# ---- design 1 ----
### Signal wires on met2, design 1

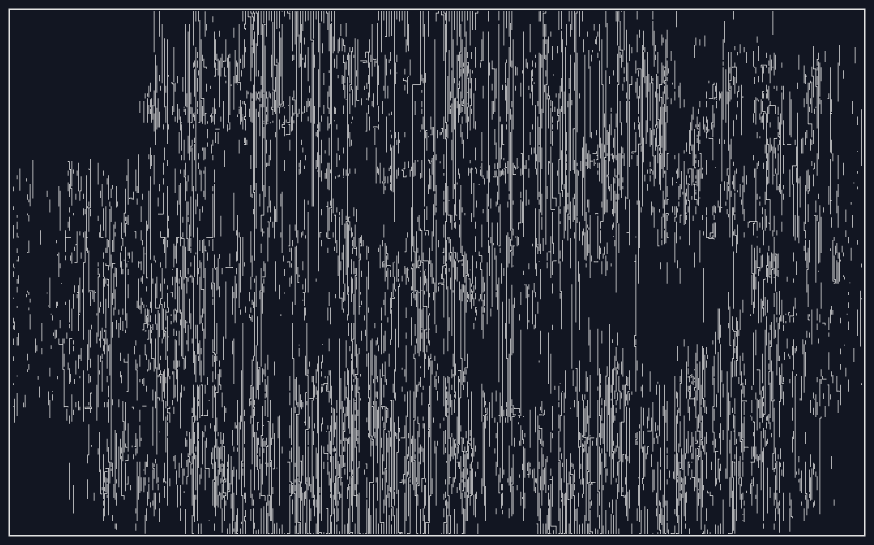

===== config.mk =====
export PLATFORM = sky130hd
export DESIGN_NAME = energy_accumulator
export DESIGN_NICKNAME = d
export VERILOG_FILES = /design/src/rtl/energy_accumulator_pkg.sv /design/src/rtl/energy_accumulator_spin_weighted_sum.sv /design/src/rtl/energy_accumulator.sv
export SDC_FILE = /design/constraint.sdc
export NUM_CORES = 1
export LEC_CHECK = 0
export ABC_AREA = 1
export CAP_MARGIN = 20
export CORE_AREA = 2 2 299 183
export DETAILED_ROUTE_END_ITERATION = 16
export DIE_AREA = 0 0 301 185
export SETUP_SLACK_MARGIN = 0.3
export SYNTH_ARGS = -nofsm -noshare
export SYNTH_HDL_FRONTEND = slang
export SYNTH_HIERARCHICAL = 1
export SYNTH_SLANG_ARGS = --single-unit

===== constraint.sdc =====
create_clock -name clk -period 31.3 [get_ports clk]
set_clock_uncertainty 0.15 [all_clocks]
set_input_delay 9.39 -clock clk [delete_from_list [all_inputs] [get_ports clk]]
set_output_delay 9.39 -clock clk [all_outputs]
set_load 0.005 [all_outputs]

===== src/rtl/energy_accumulator_pkg.sv =====
// energy_pkg: shared types and width helpers for the spin-frame energy accumulator.
//   state_t          : frame FSM states (IDLE, ACCUM, DONE)
//   dot_width()      : width of one signed column dot product from the dot-product tree
//   energy_width()   : exact-fit width of the accumulated quadratic form
//   beat_sum_width() : width of one beat's spin-weighted lane sum; carries one spare
//                      bit so negating the most-negative dot product cannot overflow
package energy_pkg;

    typedef enum logic [1:0] {
        IDLE  = 2'd0,
        ACCUM = 2'd1,
        DONE  = 2'd2
    } state_t;

    function automatic int dot_width(input int j_element_width, input int vector_size);
        return (j_element_width + 1) + $clog2(vector_size);
    endfunction

    function automatic int energy_width(input int dot_w, input int vector_size);
        return dot_w + $clog2(vector_size);
    endfunction

    function automatic int beat_sum_width(input int dot_w, input int lanes);
        return dot_w + $clog2(lanes) + 1;
    endfunction

endpackage


===== src/rtl/energy_accumulator_spin_weighted_sum.sv =====
// spin_weighted_sum: combinational sign-select plus pairwise adder tree.
//   sigma_slice : spins for the LANES columns of the current beat (1 -> +dot, 0 -> -dot)
//   dot_in      : LANES signed dot products, lane l in dot_in[l]
//   sum_b       : signed sum of the spin-weighted lanes
module spin_weighted_sum
    import energy_pkg::*;
#(
    parameter int LANES     = 4,
    parameter int DOT_WIDTH = 8,
    parameter int SUM_W     = beat_sum_width(DOT_WIDTH, LANES)
) (
    input  logic [LANES-1:0]                sigma_slice,
    input  logic [LANES-1:0][DOT_WIDTH-1:0] dot_in,
    output logic signed [SUM_W-1:0]         sum_b
);

    logic signed [SUM_W-1:0] term [LANES];
    logic signed [SUM_W-1:0] tree [LANES];

    // Widen before negating so -(-2^(DOT_WIDTH-1)) is representable.
    generate
        for (genvar gi = 0; gi < LANES; gi++) begin : gen_term
            logic signed [DOT_WIDTH-1:0] lane_dot;
            logic signed [SUM_W-1:0]     lane_ext;
            assign lane_dot  = dot_in[gi];
            assign lane_ext  = SUM_W'(lane_dot);
            assign term[gi]  = sigma_slice[gi] ? lane_ext : -lane_ext;
        end
    endgenerate

    // In-place pairwise reduction: each pass halves the live span, giving
    // a balanced tree of depth log2(LANES).
    always_comb begin
        tree = term;
        for (int span = LANES / 2; span >= 1; span = span / 2) begin
            for (int i = 0; i < span; i++) begin
                tree[i] = tree[2*i] + tree[2*i+1];
            end
        end
        sum_b = tree[0];
    end

endmodule


===== src/rtl/energy_accumulator.sv =====
// energy_accumulator: accumulates spin-weighted column dot products into
// sigma^T J sigma for one spin frame and hands the result downstream.
//   clk, rst        : clock, asynchronous active-high reset
//   sigma           : spin vector, captured on an accepted frame_start
//   frame_start     : single-cycle pulse starting (or restarting) a frame
//   dot_in          : LANES signed dot products; lane l is column batch*LANES+l
//   dot_valid       : per-lane valid; a beat is all lanes valid
//   energy_out      : frame result, held while energy_valid waits for energy_ready
//   energy_valid    : result available
//   energy_ready    : downstream accepts the result
//   busy            : frame accumulation in progress
//   drop_err        : sticky, a beat arrived outside accumulation
//   lane_err        : sticky, dot_valid was a partial lane set
module energy_accumulator
    import energy_pkg::*;
#(
    parameter int VECTOR_SIZE     = 256,
    parameter int LANES           = 4,
    parameter int J_ELEMENT_WIDTH = 4,
    parameter int DOT_WIDTH       = dot_width(J_ELEMENT_WIDTH, VECTOR_SIZE),
    parameter int ENERGY_WIDTH    = energy_width(DOT_WIDTH, VECTOR_SIZE)
) (
    input  logic                            clk,
    input  logic                            rst,
    input  logic [VECTOR_SIZE-1:0]          sigma,
    input  logic                            frame_start,
    input  logic [LANES-1:0][DOT_WIDTH-1:0] dot_in,
    input  logic [LANES-1:0]                dot_valid,
    output logic signed [ENERGY_WIDTH-1:0]  energy_out,
    output logic                            energy_valid,
    input  logic                            energy_ready,
    output logic                            busy,
    output logic                            drop_err,
    output logic                            lane_err
);

    localparam int NUM_BATCHES = VECTOR_SIZE / LANES;
    localparam int BATCH_W     = (NUM_BATCHES > 1) ? $clog2(NUM_BATCHES) : 1;
    localparam int SUM_W       = beat_sum_width(DOT_WIDTH, LANES);

    state_t                         state_q, state_d;
    logic [BATCH_W-1:0]             batch_q, batch_d;
    logic signed [ENERGY_WIDTH-1:0] acc_q, acc_d;
    logic signed [ENERGY_WIDTH-1:0] energy_q, energy_d;
    logic [VECTOR_SIZE-1:0]         sigma_q, sigma_d;
    logic                           valid_q, valid_d;
    logic                           drop_q, drop_d;
    logic                           lane_q, lane_d;

    logic                           beat;
    logic                           lane_partial;
    logic                           last_batch;
    logic [LANES-1:0]               sigma_slice;
    logic signed [SUM_W-1:0]        sum_b;
    logic signed [ENERGY_WIDTH-1:0] acc_sum;

    assign beat         = &dot_valid;
    assign lane_partial = (|dot_valid) && !beat;
    assign last_batch   = (batch_q == BATCH_W'(NUM_BATCHES - 1));
    assign sigma_slice  = sigma_q[int'(batch_q) * LANES +: LANES];
    // The energy range is exact-fit, so resizing the beat sum loses nothing
    // for any in-range frame.
    assign acc_sum      = acc_q + ENERGY_WIDTH'(sum_b);

    spin_weighted_sum #(
        .LANES     (LANES),
        .DOT_WIDTH (DOT_WIDTH),
        .SUM_W     (SUM_W)
    ) u_sum (
        .sigma_slice (sigma_slice),
        .dot_in      (dot_in),
        .sum_b       (sum_b)
    );

    always_comb begin
        state_d  = state_q;
        batch_d  = batch_q;
        acc_d    = acc_q;
        energy_d = energy_q;
        sigma_d  = sigma_q;
        valid_d  = valid_q;
        drop_d   = drop_q | (beat && (state_q != ACCUM));
        lane_d   = lane_q | lane_partial;

        case (state_q)
            ACCUM: begin
                // A restart takes priority and discards a same-cycle beat.
                if (!frame_start && beat) begin
                    acc_d   = acc_sum;
                    batch_d = batch_q + BATCH_W'(1);
                    if (last_batch) begin
                        energy_d = acc_sum;
                        valid_d  = 1'b1;
                        batch_d  = '0;
                        state_d  = DONE;
                    end
                end
            end
            DONE: begin
                if (energy_ready) begin
                    valid_d = 1'b0;
                    state_d = IDLE;
                end
            end
            default: ;
        endcase

        // frame_start is accepted in IDLE and ACCUM, and in DONE only when the
        // pending result is handed off the same cycle.
        if (frame_start && ((state_q != DONE) || energy_ready)) begin
            sigma_d = sigma;
            acc_d   = '0;
            batch_d = '0;
            drop_d  = 1'b0;
            lane_d  = 1'b0;
            state_d = ACCUM;
        end
    end

    always_ff @(posedge clk or posedge rst) begin
        if (rst) begin
            state_q  <= IDLE;
            batch_q  <= '0;
            acc_q    <= '0;
            energy_q <= '0;
            sigma_q  <= '0;
            valid_q  <= 1'b0;
            drop_q   <= 1'b0;
            lane_q   <= 1'b0;
        end else begin
            state_q  <= state_d;
            batch_q  <= batch_d;
            acc_q    <= acc_d;
            energy_q <= energy_d;
            sigma_q  <= sigma_d;
            valid_q  <= valid_d;
            drop_q   <= drop_d;
            lane_q   <= lane_d;
        end
    end

    assign energy_out   = energy_q;
    assign energy_valid = valid_q;
    assign busy         = (state_q == ACCUM);
    assign drop_err     = drop_q;
    assign lane_err     = lane_q;

endmodule

# ---- design 2 ----
--- src/rtl/stage0_pkg.sv ---
// Shared constants, FSM state type and beat-total helper for the stage-0 config loader.
package stage0_pkg;

  localparam int DEF_INT_BITS = 13;
  localparam int DEF_LANES    = 9;
  localparam int DEF_W_BEATS  = 5;
  localparam int DEF_B_BEATS  = 1;

  typedef enum logic [1:0] {
    IDLE = 2'd0,
    LOAD = 2'd1,
    DONE = 2'd2
  } state_t;

  // Total beats for one load: kernel weights (mode 0) or BN parameters (mode 1).
  function automatic int beatTotal(input logic mode, input int lanes,
                                   input int wBeats, input int bBeats);
    return lanes * (mode ? bBeats : wBeats);
  endfunction

endpackage

--- src/rtl/stage0_cfg_loader_if.sv ---
// Host-side request/beat bus and chain-side outputs of the stage-0 config loader.
interface stage0_cfg_loader_if
  import stage0_pkg::*;
#(
  parameter int INT_BITS = DEF_INT_BITS
) ();

  logic                start;
  logic                mode_in;
  logic                relu_in;
  logic                abort;
  logic                cfg_valid;
  logic                cfg_ready;
  logic [INT_BITS-1:0] cfg_data [1:0];
  logic                weight_en;
  logic                weight_mode;
  logic                relu_sel;
  logic [INT_BITS-1:0] BN_config_out [1:0];
  logic                busy;
  logic                done;
  logic                err;

  modport master (
    output start, mode_in, relu_in, abort, cfg_valid, cfg_data,
    input  cfg_ready, weight_en, weight_mode, relu_sel, BN_config_out,
           busy, done, err
  );

  modport slave (
    input  start, mode_in, relu_in, abort, cfg_valid, cfg_data,
    output cfg_ready, weight_en, weight_mode, relu_sel, BN_config_out,
           busy, done, err
  );

endinterface

--- src/rtl/stage0_cfg_loader.sv ---
// Streams host config beats into the DW_BN_ReLU daisy chain, one shift strobe per beat,
// with a one-cycle registered latency from acceptance to the chain head.
module stage0_cfg_loader
  import stage0_pkg::*;
#(
  parameter int int_bits = DEF_INT_BITS,
  parameter int LANES    = DEF_LANES,
  parameter int W_BEATS  = DEF_W_BEATS,
  parameter int B_BEATS  = DEF_B_BEATS
) (
  input  logic               clk,
  input  logic               reset,
  stage0_cfg_loader_if.slave bus
);

  localparam int MAX_TOTAL = (W_BEATS > B_BEATS) ? LANES * W_BEATS : LANES * B_BEATS;
  localparam int CNT_W     = $clog2(MAX_TOTAL + 1);

  state_t              r_state;
  logic [CNT_W-1:0]    r_beatCnt;
  logic                r_weightEn;
  logic                r_weightMode;
  logic                r_reluSel;
  logic                r_done;
  logic                r_err;
  logic [int_bits-1:0] r_cfgOut [1:0];

  logic                w_cfgReady;
  logic                w_accept;
  logic [CNT_W-1:0]    w_lastBeat;

  // Abort blocks acceptance in the same cycle so the aborted beat never reaches the chain.
  assign w_cfgReady = (r_state == LOAD) && !bus.abort;
  assign w_accept   = bus.cfg_valid && w_cfgReady;
  assign w_lastBeat = CNT_W'(beatTotal(r_weightMode, LANES, W_BEATS, B_BEATS) - 1);

  always_ff @(posedge clk) begin
    if (!reset) begin
      r_state      <= IDLE;
      r_beatCnt    <= '0;
      r_weightEn   <= 1'b0;
      r_weightMode <= 1'b0;
      r_reluSel    <= 1'b0;
      r_done       <= 1'b0;
      r_err        <= 1'b0;
      r_cfgOut[0]  <= '0;
      r_cfgOut[1]  <= '0;
    end else begin
      r_weightEn <= 1'b0;
      r_done     <= 1'b0;
      r_err      <= 1'b0;
      case (r_state)
        IDLE: begin
          if (bus.start) begin
            r_weightMode <= bus.mode_in;
            r_reluSel    <= bus.relu_in;
            r_beatCnt    <= '0;
            r_state      <= LOAD;
          end
        end
        LOAD: begin
          r_err <= bus.start;
          if (bus.abort) begin
            r_state <= IDLE;
          end else if (w_accept) begin
            r_weightEn  <= 1'b1;
            r_cfgOut[0] <= bus.cfg_data[0];
            r_cfgOut[1] <= bus.cfg_data[1];
            r_beatCnt   <= r_beatCnt + CNT_W'(1);
            // The final beat's strobe and done appear together while in DONE.
            if (r_beatCnt == w_lastBeat) begin
              r_state <= DONE;
              r_done  <= 1'b1;
            end
          end
        end
        DONE: begin
          r_err   <= bus.start;
          r_state <= IDLE;
        end
        default: r_state <= IDLE;
      endcase
    end
  end

  assign bus.cfg_ready        = w_cfgReady;
  assign bus.weight_en        = r_weightEn;
  assign bus.weight_mode      = r_weightMode;
  assign bus.relu_sel         = r_reluSel;
  assign bus.BN_config_out[0] = r_cfgOut[0];
  assign bus.BN_config_out[1] = r_cfgOut[1];
  assign bus.busy             = (r_state != IDLE);
  assign bus.done             = r_done;
  assign bus.err              = r_err;

endmodule

--- src/flat_wrapper.sv ---
// flat-port wrapper written by rule: the top's interface ports become plain ports
module stage0_cfg_loader_flat import stage0_pkg::*;
#(
  parameter int int_bits = DEF_INT_BITS,
  parameter int LANES    = DEF_LANES,
  parameter int W_BEATS  = DEF_W_BEATS,
  parameter int B_BEATS  = DEF_B_BEATS
)
  (clk, reset, bus_start, bus_mode_in, bus_relu_in, bus_abort, bus_cfg_valid, bus_cfg_data, bus_cfg_ready, bus_weight_en, bus_weight_mode, bus_relu_sel, bus_BN_config_out, bus_busy, bus_done, bus_err);
  stage0_cfg_loader_if #(.INT_BITS((DEF_INT_BITS))) bus_i ();
  input  logic clk;
  input  logic reset;
  input wire logic [$bits(bus_i.start)-1:0] bus_start;
  input wire logic [$bits(bus_i.mode_in)-1:0] bus_mode_in;
  input wire logic [$bits(bus_i.relu_in)-1:0] bus_relu_in;
  input wire logic [$bits(bus_i.abort)-1:0] bus_abort;
  input wire logic [$bits(bus_i.cfg_valid)-1:0] bus_cfg_valid;
  input wire logic [$bits(bus_i.cfg_data)-1:0] bus_cfg_data;
  output wire logic [$bits(bus_i.cfg_ready)-1:0] bus_cfg_ready;
  output wire logic [$bits(bus_i.weight_en)-1:0] bus_weight_en;
  output wire logic [$bits(bus_i.weight_mode)-1:0] bus_weight_mode;
  output wire logic [$bits(bus_i.relu_sel)-1:0] bus_relu_sel;
  output wire logic [$bits(bus_i.BN_config_out)-1:0] bus_BN_config_out;
  output wire logic [$bits(bus_i.busy)-1:0] bus_busy;
  output wire logic [$bits(bus_i.done)-1:0] bus_done;
  output wire logic [$bits(bus_i.err)-1:0] bus_err;
  assign bus_i.start = bus_start;
  assign bus_i.mode_in = bus_mode_in;
  assign bus_i.relu_in = bus_relu_in;
  assign bus_i.abort = bus_abort;
  assign bus_i.cfg_valid = bus_cfg_valid;
  assign bus_i.cfg_data = {>>{bus_cfg_data}};
  assign bus_cfg_ready = bus_i.cfg_ready;
  assign bus_weight_en = bus_i.weight_en;
  assign bus_weight_mode = bus_i.weight_mode;
  assign bus_relu_sel = bus_i.relu_sel;
  assign bus_BN_config_out = {>>{bus_i.BN_config_out}};
  assign bus_busy = bus_i.busy;
  assign bus_done = bus_i.done;
  assign bus_err = bus_i.err;
  stage0_cfg_loader #(.int_bits(int_bits), .LANES(LANES), .W_BEATS(W_BEATS), .B_BEATS(B_BEATS)) u_core (.clk(clk), .reset(reset), .bus(bus_i));
endmodule
--- config.mk ---
export PLATFORM = sky130hd
export DESIGN_NAME = stage0_cfg_loader_flat
export DESIGN_NICKNAME = d
export VERILOG_FILES = /design/src/rtl/stage0_pkg.sv /design/src/rtl/stage0_cfg_loader_if.sv /design/src/rtl/stage0_cfg_loader.sv /design/src/flat_wrapper.sv
export SDC_FILE = /design/constraint.sdc
export NUM_CORES = 1
export LEC_CHECK = 0
export CAP_MARGIN = 20
export CORE_ASPECT_RATIO = 0.7
export CORE_UTILIZATION = 43
export DETAILED_ROUTE_END_ITERATION = 10
export PLACE_DENSITY = 0.79
export SYNTH_ARGS = -nofsm -noshare
export SYNTH_HDL_FRONTEND = slang
export SYNTH_SLANG_ARGS = --single-unit
--- constraint.sdc ---
create_clock -name clk -period 2 [get_ports clk]
set_input_delay 0.3 -clock clk [delete_from_list [all_inputs] [get_ports clk]]
set_output_delay 0.3 -clock clk [all_outputs]
set_load 0.01 [all_outputs]
# ---- design 3 ----
**config.mk**
```make
export PLATFORM = sky130hd
export DESIGN_NAME = sdram_port_sched
export DESIGN_NICKNAME = d
export VERILOG_FILES = /design/src/rtl/sdram_sched_pkg.sv /design/src/rtl/sdram_port_sched_rr_arbiter.sv /design/src/rtl/sdram_port_sched.sv
export SDC_FILE = /design/constraint.sdc
export NUM_CORES = 1
export LEC_CHECK = 0
export CAP_MARGIN = 0
export CORE_UTILIZATION = 47
export DETAILED_ROUTE_END_ITERATION = 16
export PLACE_DENSITY_LB_ADDON = 0.3
export SLEW_MARGIN = 30
export SYNTH_ARGS = -nofsm -noshare
export SYNTH_HDL_FRONTEND = slang
export SYNTH_SLANG_ARGS = --single-unit
```
**constraint.sdc**
```tcl
create_clock -name sdram_clk -period 4.1 [get_ports sdram_clk]
set_clock_uncertainty 0.05 [all_clocks]
set_input_delay 0.82 -clock sdram_clk [delete_from_list [all_inputs] [get_ports sdram_clk]]
set_output_delay 0.82 -clock sdram_clk [all_outputs]
set_load 0.1 [all_outputs]
```
**src/rtl/sdram_sched_pkg.sv**
```systemverilog
// Shared types for the SDRAM port scheduler: state encoding, address-word field layout, burst length decode.
// Pure definitions, no clocked logic.
package sdram_sched_pkg;

  typedef enum logic [3:0] {
    IDLE, ADR, CAP, CMD, WPOP, WCAP, WVAL, RDAT, DONE
  } state_t;

  localparam logic [1:0] BTE_LINEAR  = 2'b00;
  localparam logic [1:0] BTE_WRAP4   = 2'b01;
  localparam logic [1:0] BTE_WRAP8   = 2'b10;
  localparam logic [1:0] BTE_WRAP16  = 2'b11;
  localparam logic [2:0] CTI_CLASSIC = 3'b000;

  localparam int WE_I   = 5;
  localparam int BTE_HI = 4;
  localparam int BTE_LO = 3;
  localparam int CTI_HI = 2;
  localparam int CTI_LO = 0;
  localparam int ADR_HI = 35;
  localparam int ADR_LO = 6;

  function automatic int idx_bits(input int n);
    return (n > 1) ? $clog2(n) : 1;
  endfunction

  // Classic cycles are always single-word, whatever bte says.
  function automatic logic [4:0] burst_len(input logic [1:0] bte, input logic [2:0] cti);
    logic [4:0] len;
    len = 5'd1;
    if (cti != CTI_CLASSIC) begin
      case (bte)
        BTE_LINEAR: len = 5'd1;
        BTE_WRAP4:  len = 5'd4;
        BTE_WRAP8:  len = 5'd8;
        BTE_WRAP16: len = 5'd16;
        default:    len = 5'd1;
      endcase
    end
    return len;
  endfunction

endpackage

```
**src/rtl/sdram_port_sched_rr_arbiter.sv**
```systemverilog
// Combinational round-robin arbiter: first requester at or after ptr_i, wrapping N-1 -> 0.
// Zero latency; no backpressure of its own.
module rr_arbiter
  import sdram_sched_pkg::*;
#(
  parameter int nr_of_wb_ports = 3,
  parameter int IW             = idx_bits(nr_of_wb_ports)
) (
  input  logic [nr_of_wb_ports-1:0] req_i,
  input  logic [IW-1:0]             ptr_i,
  output logic [nr_of_wb_ports-1:0] gnt_o,
  output logic [IW-1:0]             gnt_idx_o,
  output logic                      any_req_o
);

  always_comb begin
    int   idx;
    logic found;
    gnt_o     = '0;
    gnt_idx_o = '0;
    found     = 1'b0;
    for (int k = 0; k < nr_of_wb_ports; k++) begin
      idx = (int'(ptr_i) + k) % nr_of_wb_ports;
      if (!found && req_i[idx]) begin
        found      = 1'b1;
        gnt_o[idx] = 1'b1;
        gnt_idx_o  = IW'(idx);
      end
    end
  end

  assign any_req_o = |req_i;

endmodule

```
**src/rtl/sdram_port_sched.sv**
```systemverilog
// Shares egress/ingress FIFOs between wishbone ports: one request at a time, address pop -> command -> data.
// Grant to command is 3 cycles; cmd_ready, wr_ready and an empty egress queue each stall the FSM in place.
module sdram_port_sched
  import sdram_sched_pkg::*;
#(
  parameter int nr_of_wb_ports = 3
) (
  input  logic                      sdram_clk,
  input  logic                      sdram_rst,
  input  logic [0:nr_of_wb_ports-1] fifo_empty,
  input  logic [0:nr_of_wb_ports-1] fifo_flag,
  input  logic [35:0]               fifo_q,
  output logic [0:nr_of_wb_ports-1] fifo_re,
  output logic                      fifo_rd_adr,
  output logic                      fifo_rd_data,
  output logic                      ingress_wr,
  output logic [0:nr_of_wb_ports-1] ingress_we,
  output logic                      burst_reading,
  output logic                      cmd_valid,
  input  logic                      cmd_ready,
  output logic                      cmd_we,
  output logic [29:0]               cmd_adr,
  output logic [4:0]                cmd_len,
  output logic                      wr_valid,
  input  logic                      wr_ready,
  output logic [31:0]               wr_dat,
  output logic [3:0]                wr_sel,
  input  logic                      rd_valid
);

  localparam int N  = nr_of_wb_ports;
  localparam int IW = idx_bits(N);

  state_t          state_q, state_d;
  logic [IW-1:0]   owner_q, owner_d;
  logic [N-1:0]    owner_oh_q, owner_oh_d;
  logic [IW-1:0]   rr_q, rr_d;
  logic [4:0]      cnt_q, cnt_d;
  logic [29:0]     cmd_adr_q, cmd_adr_d;
  logic            cmd_we_q, cmd_we_d;
  logic [4:0]      cmd_len_q, cmd_len_d;
  logic [31:0]     wr_dat_q, wr_dat_d;
  logic [3:0]      wr_sel_q, wr_sel_d;

  logic [N-1:0]    req;
  logic [N-1:0]    gnt;
  logic [IW-1:0]   gnt_idx;
  logic            any_req;
  logic            owner_empty;

  always_comb begin
    req = '0;
    for (int i = 0; i < N; i++) req[i] = fifo_flag[i] & ~fifo_empty[i];
  end

  assign owner_empty = fifo_empty[owner_q];

  rr_arbiter #(
    .nr_of_wb_ports(N),
    .IW            (IW)
  ) u_arb (
    .req_i    (req),
    .ptr_i    (rr_q),
    .gnt_o    (gnt),
    .gnt_idx_o(gnt_idx),
    .any_req_o(any_req)
  );

  always_ff @(posedge sdram_clk or posedge sdram_rst) begin
    if (sdram_rst) begin
      state_q    <= IDLE;
      owner_q    <= '0;
      owner_oh_q <= '0;
      rr_q       <= '0;
      cnt_q      <= '0;
      cmd_adr_q  <= '0;
      cmd_we_q   <= 1'b0;
      cmd_len_q  <= '0;
      wr_dat_q   <= '0;
      wr_sel_q   <= '0;
    end else begin
      state_q    <= state_d;
      owner_q    <= owner_d;
      owner_oh_q <= owner_oh_d;
      rr_q       <= rr_d;
      cnt_q      <= cnt_d;
      cmd_adr_q  <= cmd_adr_d;
      cmd_we_q   <= cmd_we_d;
      cmd_len_q  <= cmd_len_d;
      wr_dat_q   <= wr_dat_d;
      wr_sel_q   <= wr_sel_d;
    end
  end

  always_comb begin
    state_d    = state_q;
    owner_d    = owner_q;
    owner_oh_d = owner_oh_q;
    rr_d       = rr_q;
    cnt_d      = cnt_q;
    cmd_adr_d  = cmd_adr_q;
    cmd_we_d   = cmd_we_q;
    cmd_len_d  = cmd_len_q;
    wr_dat_d   = wr_dat_q;
    wr_sel_d   = wr_sel_q;
    case (state_q)
      IDLE: begin
        if (any_req) begin
          owner_d    = gnt_idx;
          owner_oh_d = gnt;
          state_d    = ADR;
        end
      end
      ADR:  state_d = CAP;
      // fifo_q now holds the address word popped in ADR.
      CAP: begin
        cmd_adr_d = fifo_q[ADR_HI:ADR_LO];
        cmd_we_d  = fifo_q[WE_I];
        cmd_len_d = burst_len(fifo_q[BTE_HI:BTE_LO], fifo_q[CTI_HI:CTI_LO]);
        state_d   = CMD;
      end
      CMD: begin
        if (cmd_ready) begin
          cnt_d   = cmd_len_q;
          state_d = cmd_we_q ? WPOP : RDAT;
        end
      end
      WPOP: begin
        if (!owner_empty) state_d = WCAP;
      end
      WCAP: begin
        wr_dat_d = fifo_q[35:4];
        wr_sel_d = fifo_q[3:0];
        state_d  = WVAL;
      end
      WVAL: begin
        if (wr_ready) begin
          cnt_d   = cnt_q - 5'd1;
          state_d = (cnt_q == 5'd1) ? DONE : WPOP;
        end
      end
      RDAT: begin
        if (rd_valid) begin
          cnt_d = cnt_q - 5'd1;
          if (cnt_q == 5'd1) state_d = DONE;
        end
      end
      DONE: begin
        rr_d    = (owner_q == IW'(N - 1)) ? '0 : owner_q + 1'b1;
        state_d = IDLE;
      end
      default: state_d = IDLE;
    endcase
  end

  always_comb begin
    fifo_rd_adr   = (state_q == ADR);
    fifo_rd_data  = (state_q == WPOP) && !owner_empty;
    ingress_wr    = (state_q == RDAT) && rd_valid;
    burst_reading = (state_q == RDAT);
    cmd_valid     = (state_q == CMD);
    wr_valid      = (state_q == WVAL);
    fifo_re       = '0;
    ingress_we    = '0;
    for (int i = 0; i < N; i++) begin
      fifo_re[i]    = (fifo_rd_adr | fifo_rd_data) & owner_oh_q[i];
      ingress_we[i] = ingress_wr & owner_oh_q[i];
    end
  end

  assign cmd_we  = cmd_we_q;
  assign cmd_adr = cmd_adr_q;
  assign cmd_len = cmd_len_q;
  assign wr_dat  = wr_dat_q;
  assign wr_sel  = wr_sel_q;

endmodule

```
# ---- design 4 ----
[src/rtl/ccd_capture_pkg.sv]
// Shared types and default widths for the CCD frame capture stage.
// Mode decoding lives here so every user maps the reserved code the same way.
package ccd_capture_pkg;

  localparam int DEF_DATA_W  = 12;
  localparam int DEF_X_W     = 16;
  localparam int DEF_Y_W     = 16;
  localparam int DEF_FRAME_W = 32;
  localparam int DEF_BURST_W = 8;

  typedef enum logic [1:0] {
    IDLE    = 2'd0,
    ARMED   = 2'd1,
    CAPTURE = 2'd2
  } state_t;

  typedef enum logic [1:0] {
    MODE_CONT   = 2'd0,
    MODE_SINGLE = 2'd1,
    MODE_BURST  = 2'd2
  } mode_t;

  // The reserved code 3 behaves as single-shot.
  function automatic mode_t decodeMode(input logic [1:0] raw);
    mode_t m;
    case (raw)
      2'd0:    m = MODE_CONT;
      2'd2:    m = MODE_BURST;
      default: m = MODE_SINGLE;
    endcase
    return m;
  endfunction

endpackage

[src/rtl/ccd_edge_sync.sv]
// One register stage on a camera/control level plus rise and fall pulses
// derived from the registered copy.
module ccd_edge_sync (
  input  logic clk_i,
  input  logic rst_ni,
  input  logic d_i,
  output logic q_o,
  output logic rise_o,
  output logic fall_o
);

  logic sync_q;
  logic prev_q;

  always_ff @(posedge clk_i or negedge rst_ni) begin
    if (!rst_ni) begin
      sync_q <= 1'b0;
      prev_q <= 1'b0;
    end else begin
      sync_q <= d_i;
      prev_q <= sync_q;
    end
  end

  assign q_o    = sync_q;
  assign rise_o = sync_q & ~prev_q;
  assign fall_o = ~sync_q & prev_q;

endmodule

[src/rtl/ccd_frame_capture.sv]
// CCD capture stage: frame-aligned start/stop, continuous/single/burst modes
// and a region-of-interest window in front of the Bayer converter.
module ccd_frame_capture
  import ccd_capture_pkg::*;
#(
  parameter int DATA_W  = DEF_DATA_W,
  parameter int X_W     = DEF_X_W,
  parameter int Y_W     = DEF_Y_W,
  parameter int FRAME_W = DEF_FRAME_W,
  parameter int BURST_W = DEF_BURST_W
) (
  input  logic               iCLK,
  input  logic               iRST_N,
  input  logic [DATA_W-1:0]  iDATA,
  input  logic               iFVAL,
  input  logic               iLVAL,
  input  logic               iSTART,
  input  logic               iSTOP,
  input  logic [1:0]         iMODE,
  input  logic [BURST_W-1:0] iBURST_N,
  input  logic [X_W-1:0]     iX_START,
  input  logic [X_W-1:0]     iX_END,
  input  logic [Y_W-1:0]     iY_START,
  input  logic [Y_W-1:0]     iY_END,
  output logic [DATA_W-1:0]  oDATA,
  output logic               oDVAL,
  output logic [X_W-1:0]     oX_Cont,
  output logic [Y_W-1:0]     oY_Cont,
  output logic [FRAME_W-1:0] oFrame_Cont,
  output logic               oBUSY,
  output logic               oDONE
);

  logic fvalRise, fvalFall, lvalLvl, lvalFall, startRise, stopRise;
  logic unusedFvalLvl, unusedLvalRise;
  logic unusedStartLvl, unusedStartFall, unusedStopLvl, unusedStopFall;

  ccd_edge_sync uFval (
    .clk_i(iCLK), .rst_ni(iRST_N), .d_i(iFVAL),
    .q_o(unusedFvalLvl), .rise_o(fvalRise), .fall_o(fvalFall)
  );

  ccd_edge_sync uLval (
    .clk_i(iCLK), .rst_ni(iRST_N), .d_i(iLVAL),
    .q_o(lvalLvl), .rise_o(unusedLvalRise), .fall_o(lvalFall)
  );

  ccd_edge_sync uStart (
    .clk_i(iCLK), .rst_ni(iRST_N), .d_i(iSTART),
    .q_o(unusedStartLvl), .rise_o(startRise), .fall_o(unusedStartFall)
  );

  ccd_edge_sync uStop (
    .clk_i(iCLK), .rst_ni(iRST_N), .d_i(iSTOP),
    .q_o(unusedStopLvl), .rise_o(stopRise), .fall_o(unusedStopFall)
  );

  state_t               state_q, state_d;
  mode_t                mode_q, mode_d;
  logic [BURST_W-1:0]   burstN_q, burstN_d;
  logic [BURST_W-1:0]   burstCnt_q, burstCnt_d;
  logic                 stopPend_q, stopPend_d;
  logic                 done_q, done_d;
  logic [FRAME_W-1:0]   frameCnt_q, frameCnt_d;
  logic [X_W-1:0]       x_q, x_d;
  logic [Y_W-1:0]       y_q, y_d;
  logic [DATA_W-1:0]    data_q;
  logic [DATA_W-1:0]    outData_q, outData_d;
  logic                 outDval_q, outDval_d;
  logic [X_W-1:0]       outX_q, outX_d;
  logic [Y_W-1:0]       outY_q, outY_d;

  logic [BURST_W:0]     burstNext;
  logic [BURST_W:0]     burstTarget;
  logic                 pixelNow;
  logic                 inWindow;
  logic                 endSeq;

  assign burstNext   = {1'b0, burstCnt_q} + 1'b1;
  assign burstTarget = (burstN_q == '0) ? {{BURST_W{1'b0}}, 1'b1} : {1'b0, burstN_q};
  assign pixelNow    = (state_q == CAPTURE) && lvalLvl;
  assign inWindow    = (x_q >= iX_START) && (x_q <= iX_END) &&
                       (y_q >= iY_START) && (y_q <= iY_END);

  // Sequencer plus counters; x_q/y_q name the pixel currently on the registered inputs.
  always_comb begin
    state_d    = state_q;
    mode_d     = mode_q;
    burstN_d   = burstN_q;
    burstCnt_d = burstCnt_q;
    stopPend_d = stopPend_q;
    done_d     = 1'b0;
    frameCnt_d = frameCnt_q;
    x_d        = x_q;
    y_d        = y_q;
    endSeq     = 1'b0;

    case (state_q)
      IDLE: begin
        if (startRise) begin
          mode_d     = decodeMode(iMODE);
          burstN_d   = iBURST_N;
          burstCnt_d = '0;
          stopPend_d = stopRise;
          state_d    = ARMED;
        end
      end

      ARMED: begin
        if (stopRise || stopPend_q) begin
          stopPend_d = 1'b0;
          done_d     = 1'b1;
          state_d    = IDLE;
        end else if (fvalRise) begin
          x_d     = '0;
          y_d     = '0;
          state_d = CAPTURE;
        end
      end

      CAPTURE: begin
        if (lvalLvl) begin
          x_d = (&x_q) ? x_q : x_q + 1'b1;
        end else if (lvalFall) begin
          x_d = '0;
          y_d = (&y_q) ? y_q : y_q + 1'b1;
        end
        if (stopRise) begin
          stopPend_d = 1'b1;
        end
        if (fvalFall) begin
          frameCnt_d = frameCnt_q + 1'b1;
          burstCnt_d = burstNext[BURST_W-1:0];
          endSeq     = stopPend_q || stopRise || (mode_q == MODE_SINGLE) ||
                       ((mode_q == MODE_BURST) && (burstNext >= burstTarget));
          if (endSeq) begin
            stopPend_d = 1'b0;
            done_d     = 1'b1;
            state_d    = IDLE;
          end else begin
            state_d = ARMED;
          end
        end
      end

      default: state_d = IDLE;
    endcase
  end

  // Output stage: coordinates and data hold their last captured value between pixels.
  always_comb begin
    outData_d = outData_q;
    outX_d    = outX_q;
    outY_d    = outY_q;
    outDval_d = pixelNow && inWindow;
    if (pixelNow) begin
      outData_d = data_q;
      outX_d    = x_q;
      outY_d    = y_q;
    end
  end

  always_ff @(posedge iCLK or negedge iRST_N) begin
    if (!iRST_N) begin
      state_q    <= IDLE;
      mode_q     <= MODE_SINGLE;
      burstN_q   <= '0;
      burstCnt_q <= '0;
      stopPend_q <= 1'b0;
      done_q     <= 1'b0;
      frameCnt_q <= '0;
      x_q        <= '0;
      y_q        <= '0;
      data_q     <= '0;
      outData_q  <= '0;
      outDval_q  <= 1'b0;
      outX_q     <= '0;
      outY_q     <= '0;
    end else begin
      state_q    <= state_d;
      mode_q     <= mode_d;
      burstN_q   <= burstN_d;
      burstCnt_q <= burstCnt_d;
      stopPend_q <= stopPend_d;
      done_q     <= done_d;
      frameCnt_q <= frameCnt_d;
      x_q        <= x_d;
      y_q        <= y_d;
      data_q     <= iDATA;
      outData_q  <= outData_d;
      outDval_q  <= outDval_d;
      outX_q     <= outX_d;
      outY_q     <= outY_d;
    end
  end

  assign oDATA       = outData_q;
  assign oDVAL       = outDval_q;
  assign oX_Cont     = outX_q;
  assign oY_Cont     = outY_q;
  assign oFrame_Cont = frameCnt_q;
  assign oBUSY       = (state_q != IDLE);
  assign oDONE       = done_q;

endmodule

[config.mk]
export PLATFORM = sky130hd
export DESIGN_NAME = ccd_frame_capture
export DESIGN_NICKNAME = d
export VERILOG_FILES = /design/src/rtl/ccd_capture_pkg.sv /design/src/rtl/ccd_edge_sync.sv /design/src/rtl/ccd_frame_capture.sv
export SDC_FILE = /design/constraint.sdc
export NUM_CORES = 1
export LEC_CHECK = 0
export CORE_MARGIN = 1
export CORE_UTILIZATION = 41
export DETAILED_ROUTE_END_ITERATION = 7
export PLACE_DENSITY = 0.66
export SLEW_MARGIN = 25
export SYNTH_ARGS = -nofsm -noshare
export SYNTH_HDL_FRONTEND = slang
export SYNTH_HIERARCHICAL = 1
export SYNTH_SLANG_ARGS = --single-unit
[constraint.sdc]
create_clock -name iCLK -period 5.9 [get_ports iCLK]
set_input_delay 0.885 -clock iCLK [delete_from_list [all_inputs] [get_ports iCLK]]
set_output_delay 0.885 -clock iCLK [all_outputs]
set_load 0.03 [all_outputs]
### Track usage over the die, design 2

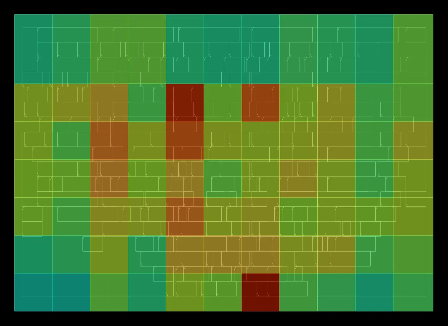
wire per inst: 13.1 um
met3 Use GR: 0.0644
met2 Use GR: 0.284
met1 global-route usage: 0.187
gr usage total: 0.165

==> changes_impl.md, design 2 <==
## Flow update

- Status: finished clean
- Clock buffers and inverters, area share: 0.0320
- CTS hold repair buffers: 0
- Mi-comb count: 81
- Layout area overhead: 50.8%
- WHS: 0.472 ns
- Worst Path Arrival: 1.62 ns
- Slew Viols, Final: 0
- # clk buffers: 6
- Largest class: registers
- Bufs on Longest Clock Path: 2
- Worst hold path endpoint: u_core.bus.relu_sel
- Most common logic cells in the final layout: 65 x clkdlybuf4s50_1, 26 x and2_1, 26 x edfxtp_1
- Post-synth EDFFs: 26
- CP required: 1.70 ns
- Fin area: 2500 um^2
- Hold Startpoint: u_core.bus.relu_sel
- Netlist cell types: 30
- Relative slew slack: 0.772
- Chip area: 4120 um^2
- Layout Utilization: 0.695
- Final Hold Viols: 0
- Final Critical Period: 1.92 ns
- Yosys cell count: 130
- Storage cell area: 1040 um^2
- RD Place Congestion: 0.849
- Post-synth top cells: 26 x and2_1, 26 x edfxtp_1, 13 x dfxtp_1
- Final Cycle Share: 0.960
- Fin nets: 241
- Final WS setup: 0.0795 ns
- R2R depth: 6
- Insertion Delay late pin: 0.28 ns
[design 2: worst max-delay path, cell delays in order (launching register included)]
cell,delay [ns]
dfxtp_1,0.39
inv_1,0.10
ha_2,0.23
inv_1,0.08
clkdlybuf4s50_1,0.54
[design 2: logic make-up (layout without fill, tap and decap cells)]
logic type,count (synthesis),in the layout,share of synthesized area
compound gates,12,12,0.0641
xor+xnor,4,4,0.0211
fa+ha+maj,5,5,0.0377
buf+inv,10,84,0.0279
flops,39,39,0.627
mux,3,3,0.0211
simple gates,57,57,0.201
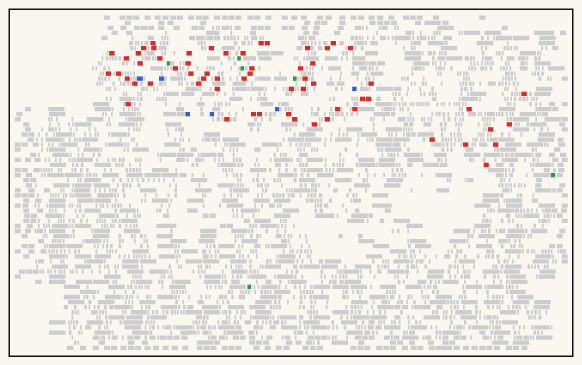
*Gate families picked out, design 1*
family	color	cells	most used
non-inverting ao/oa cells	blue	6	a21o_1
xor and xnor cells	red	61	xor2_1
and/or cells	green	6	or2_1
Commonest Layout Cell: nand2_1
Finished Layout Cells: 3598
logic share of the area: 0.384

## Picture notes: 'Signal wires on met2' of design 1
wire length on this layer	27.2 mm
main direction	vertical
share of all routed wire	42%
longest straight run	109 um
DR vias: 17500
met2 Use GR: 0.334

==> changes_impl.md, design 1 <==
## Flow update

- Share of cells above drive strength 1: 0.0351
- Port bufs: 340
- Die Height: 185 um
- Top cell area share: 0.421
- Core area: 53300 um^2
- Most common logic cells in the final layout: 1088 x nand2_1, 340 x clkdlybuf4s50_1, 307 x dfrtp_1
- Worst Path Arrival: 15.05 ns
- Max_cap viols: 0
- Final WS setup: 16.52 ns
- Layout area overhead: 28.0%
- First-pass GRT wire length: 98900 um
- Final Cycle Share: 0.472
- Slowest-stage cell, CP: xor2_1
- Most frequent cell after synthesis: nand2_1
- Worst path most repeated cell: nand2_1
- Setup crit start: dot_in[13]
- Die Width: 301 um
- TritonCTS clock tree: done
- Critical path class: primary input to flop
- Status: finished clean
- Fin nets: 3240
- Tool warning count: 31
-- design 1: metal layers --
layer | track usage | share of wire | vias to the layer above
met5 | 0 | 0 | -
met4 | 0.0611 | 0.019 | 0
met3 | 0.0359 | 0.060 | 74
met2 | 0.334 | 0.42 | 493
met1 | 0.353 | 0.50 | 8337
li1 | - | - | 8559
-- design 1: kinds of logic after synthesis --
family	share of synthesized area
adders and majority gates	0.0624
xor gates and xnor gates	0.0291
buffers and inverters	0.0871
DFF	0.421
and+or+nand+nor	0.322
AOI/OAI and AO/OA	0.0778
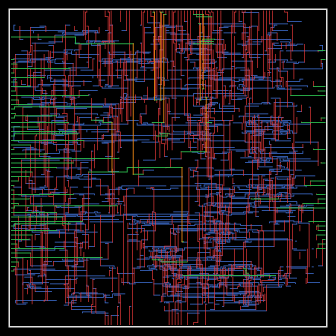
*Routed metal, one color a layer, design 3*
layer	color	wire length
metal 2	red	4600 um
metal 4	orange	224 um
metal 3	green	763 um
metal 1	blue	4420 um
final WL: 10000 um
gr usage total: 0.229
DR vias: 3322

==> changes_impl.md, design 3 <==
## Flow update

- Die Width: 95.5 um
- Simple-Gate Fraction of Synth Area: 0.208
- Final Cycle Share: 0.816
- Met2 Wirelength: 4600 um
- Fin nets: 566
- Layout Utilization: 0.678
- Share of cells above drive strength 1: 0.151
- Met3 Wirelength: 763 um
- Mapped Nets: 441
- Initial antenna violation count: 0
- Setup violators final: 0
- Post-Syn Instances: 388
- Relative slew slack: 0.323
- Clock transition at the registers of the reported paths: 0.10 ns
- Status: finished clean
- Vias per inst: 5.34
-- design 3: layout make-up --
| class | instances | area [um^2] | share of cell area |
|---|---|---|---|
| Sequential cell | 87 | 2180 | 0.385 |
| Multi-Input combinational cell | 275 | 1790 | 0.317 |
| Timing Repair Buffer | 134 | 1340 | 0.236 |
| Tap cell | 105 | 131 | 0.0232 |
| Clock buffer | 9 | 124 | 0.0219 |
| Clock inverter | 6 | 68.8 | 0.0122 |
| Inverter | 6 | 23.8 | 0.00420 |
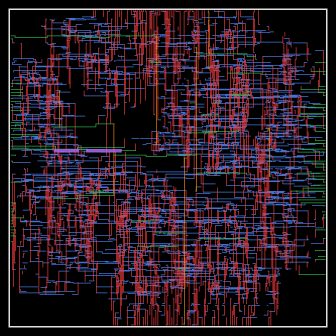
*Routed metal, one color a layer, design 4*
layer	color	wire length
metal 4	orange	291 um
metal 3	green	825 um
metal 2	red	9250 um
metal 5	purple	24.8 um
metal 1	blue	8950 um
DR vias: 6693
final WL: 19300 um
wire per inst: 14.5 um
gr usage total: 0.194

==> changes_impl.md, design 4 <==
## Flow update

- I/O Pins: 171
- Layout Utilization: 0.551
- Dpl hpwl: 13900 um
- Status: finished clean
- Core area: 19600 um^2
- Fin nets: 1227
- Commonest Layout Cell: nand2_1
- GRT Residual Overflow: 0
- Final Critical Period: 3.22 ns
- Met2 Wirelength: 9250 um
- Crit path cell chain: inv_1 > ha_1 > and2_2 > nand2_1 > o31ai_4 > or2_1 > o31ai_1
- FMAX: 0.311 GHz
- Top Usage Layer GRT: met2
- CTS root buf: clkbuf_16
- N_taps: 265
- Met2 Use GR: 0.330
- Unrepaired setup endpoints after global routing: no
- Mapped Nets: 1054
- Die Height: 144 um
- Final Hold Viols: 0
- TritonCTS clock tree: done
- Worst Path Arrival: 3.50 ns
- Slew @ Worst Pin: 0.916 ns
- WHS: 0.375 ns
- Post-Syn Instances: 882
- Vias in the first global route: 6492
- Avg Inst Size Synth: 9.38 um^2
[design 4: worst max-delay path by stage]
stage / from / endpoint / slack, ns / cells after the start
detailed placement: iX_END[14] / oDVAL / 2.67 / 9
global placement: iX_END[14] / oDVAL / 2.74 / 9
global route: state_q[0] / x_q[4] / 2.40 / 7
floorplan: burstCnt_q[0] / state_q[0] / 3.43 / 11
finish: state_q[0] / x_q[12] / 2.68 / 7
CTS: state_q[0] / x_q[12] / 2.66 / 7
[design 4: metrics by stage]
stage	setup WS (ns)	instances
global route	2.40	1333
global placement	2.74	1301
floorplan	3.43	882
finish	2.68	1333
detailed placement	2.67	1301
CTS	2.66	1333

==> screenshots <==
Cell area per tile.
Plate I
The die is cut into 10 by 10 equal tiles; white is low, dark blue is high, 0 to 100% covered.
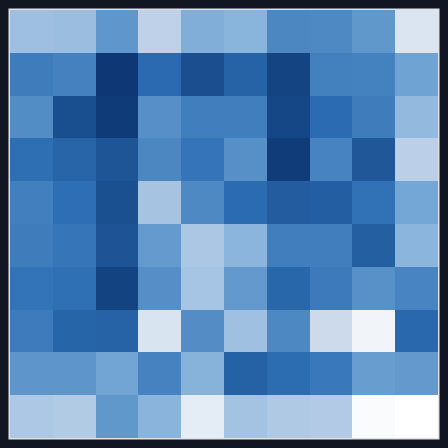
Plate II
The die is cut into 30 by 18 equal tiles; white is low, dark blue is high, 0 to 100% covered.
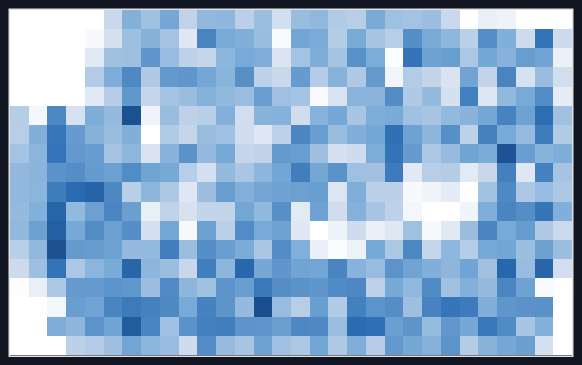
Plate III
The die is cut into 8 by 5 equal tiles; white is low, dark blue is high, 0 to 100% covered.
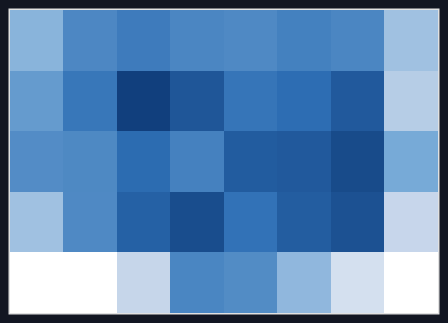
Plate IV
The die is cut into 14 by 14 equal tiles; white is low, dark blue is high, 0 to 100% covered.
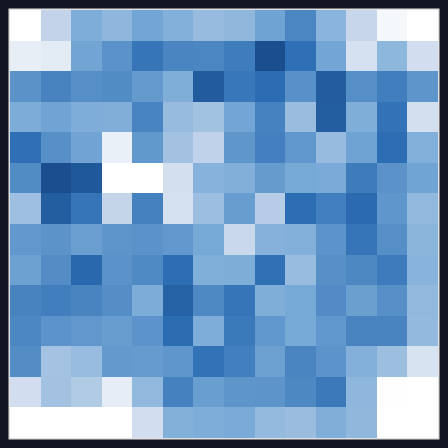
Plate IV comes from design 4.
Plate II comes from design 1.
Plate III comes from design 2.
Plate I comes from design 3.
- lowest utilization: Plate II



## Gallery

Signal wires on met2.
panel A
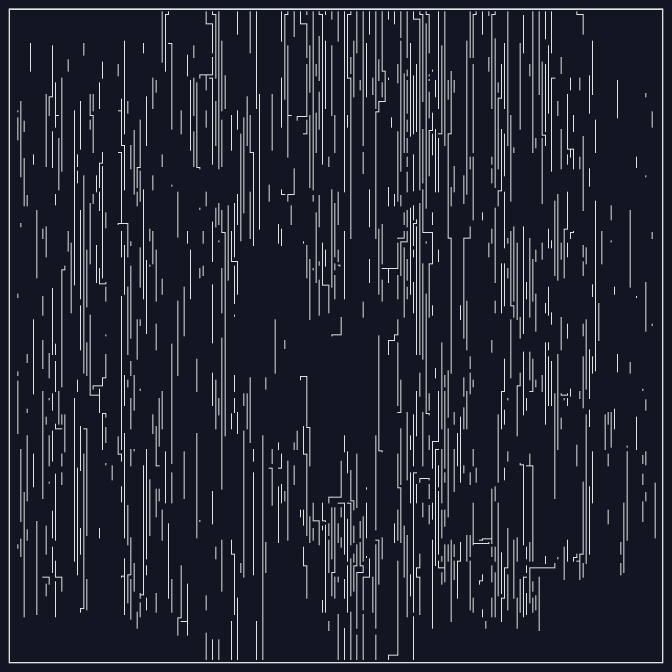
panel B
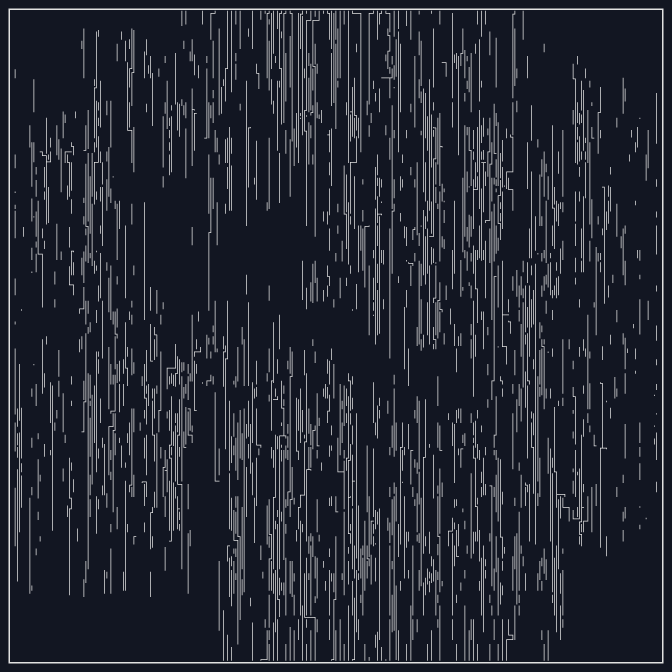
panel C
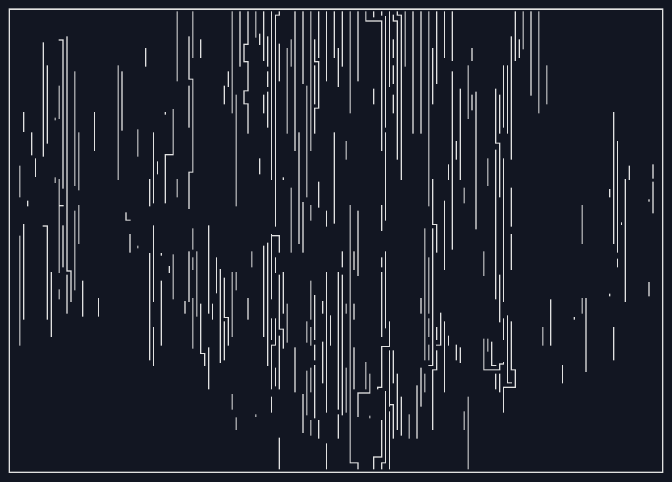
For design 3, see panel A.
For design 4, see panel B.
For design 2, see panel C.

Key to panel C:
main direction	vertical
longest straight run	30.1 um
share of all routed wire	50%

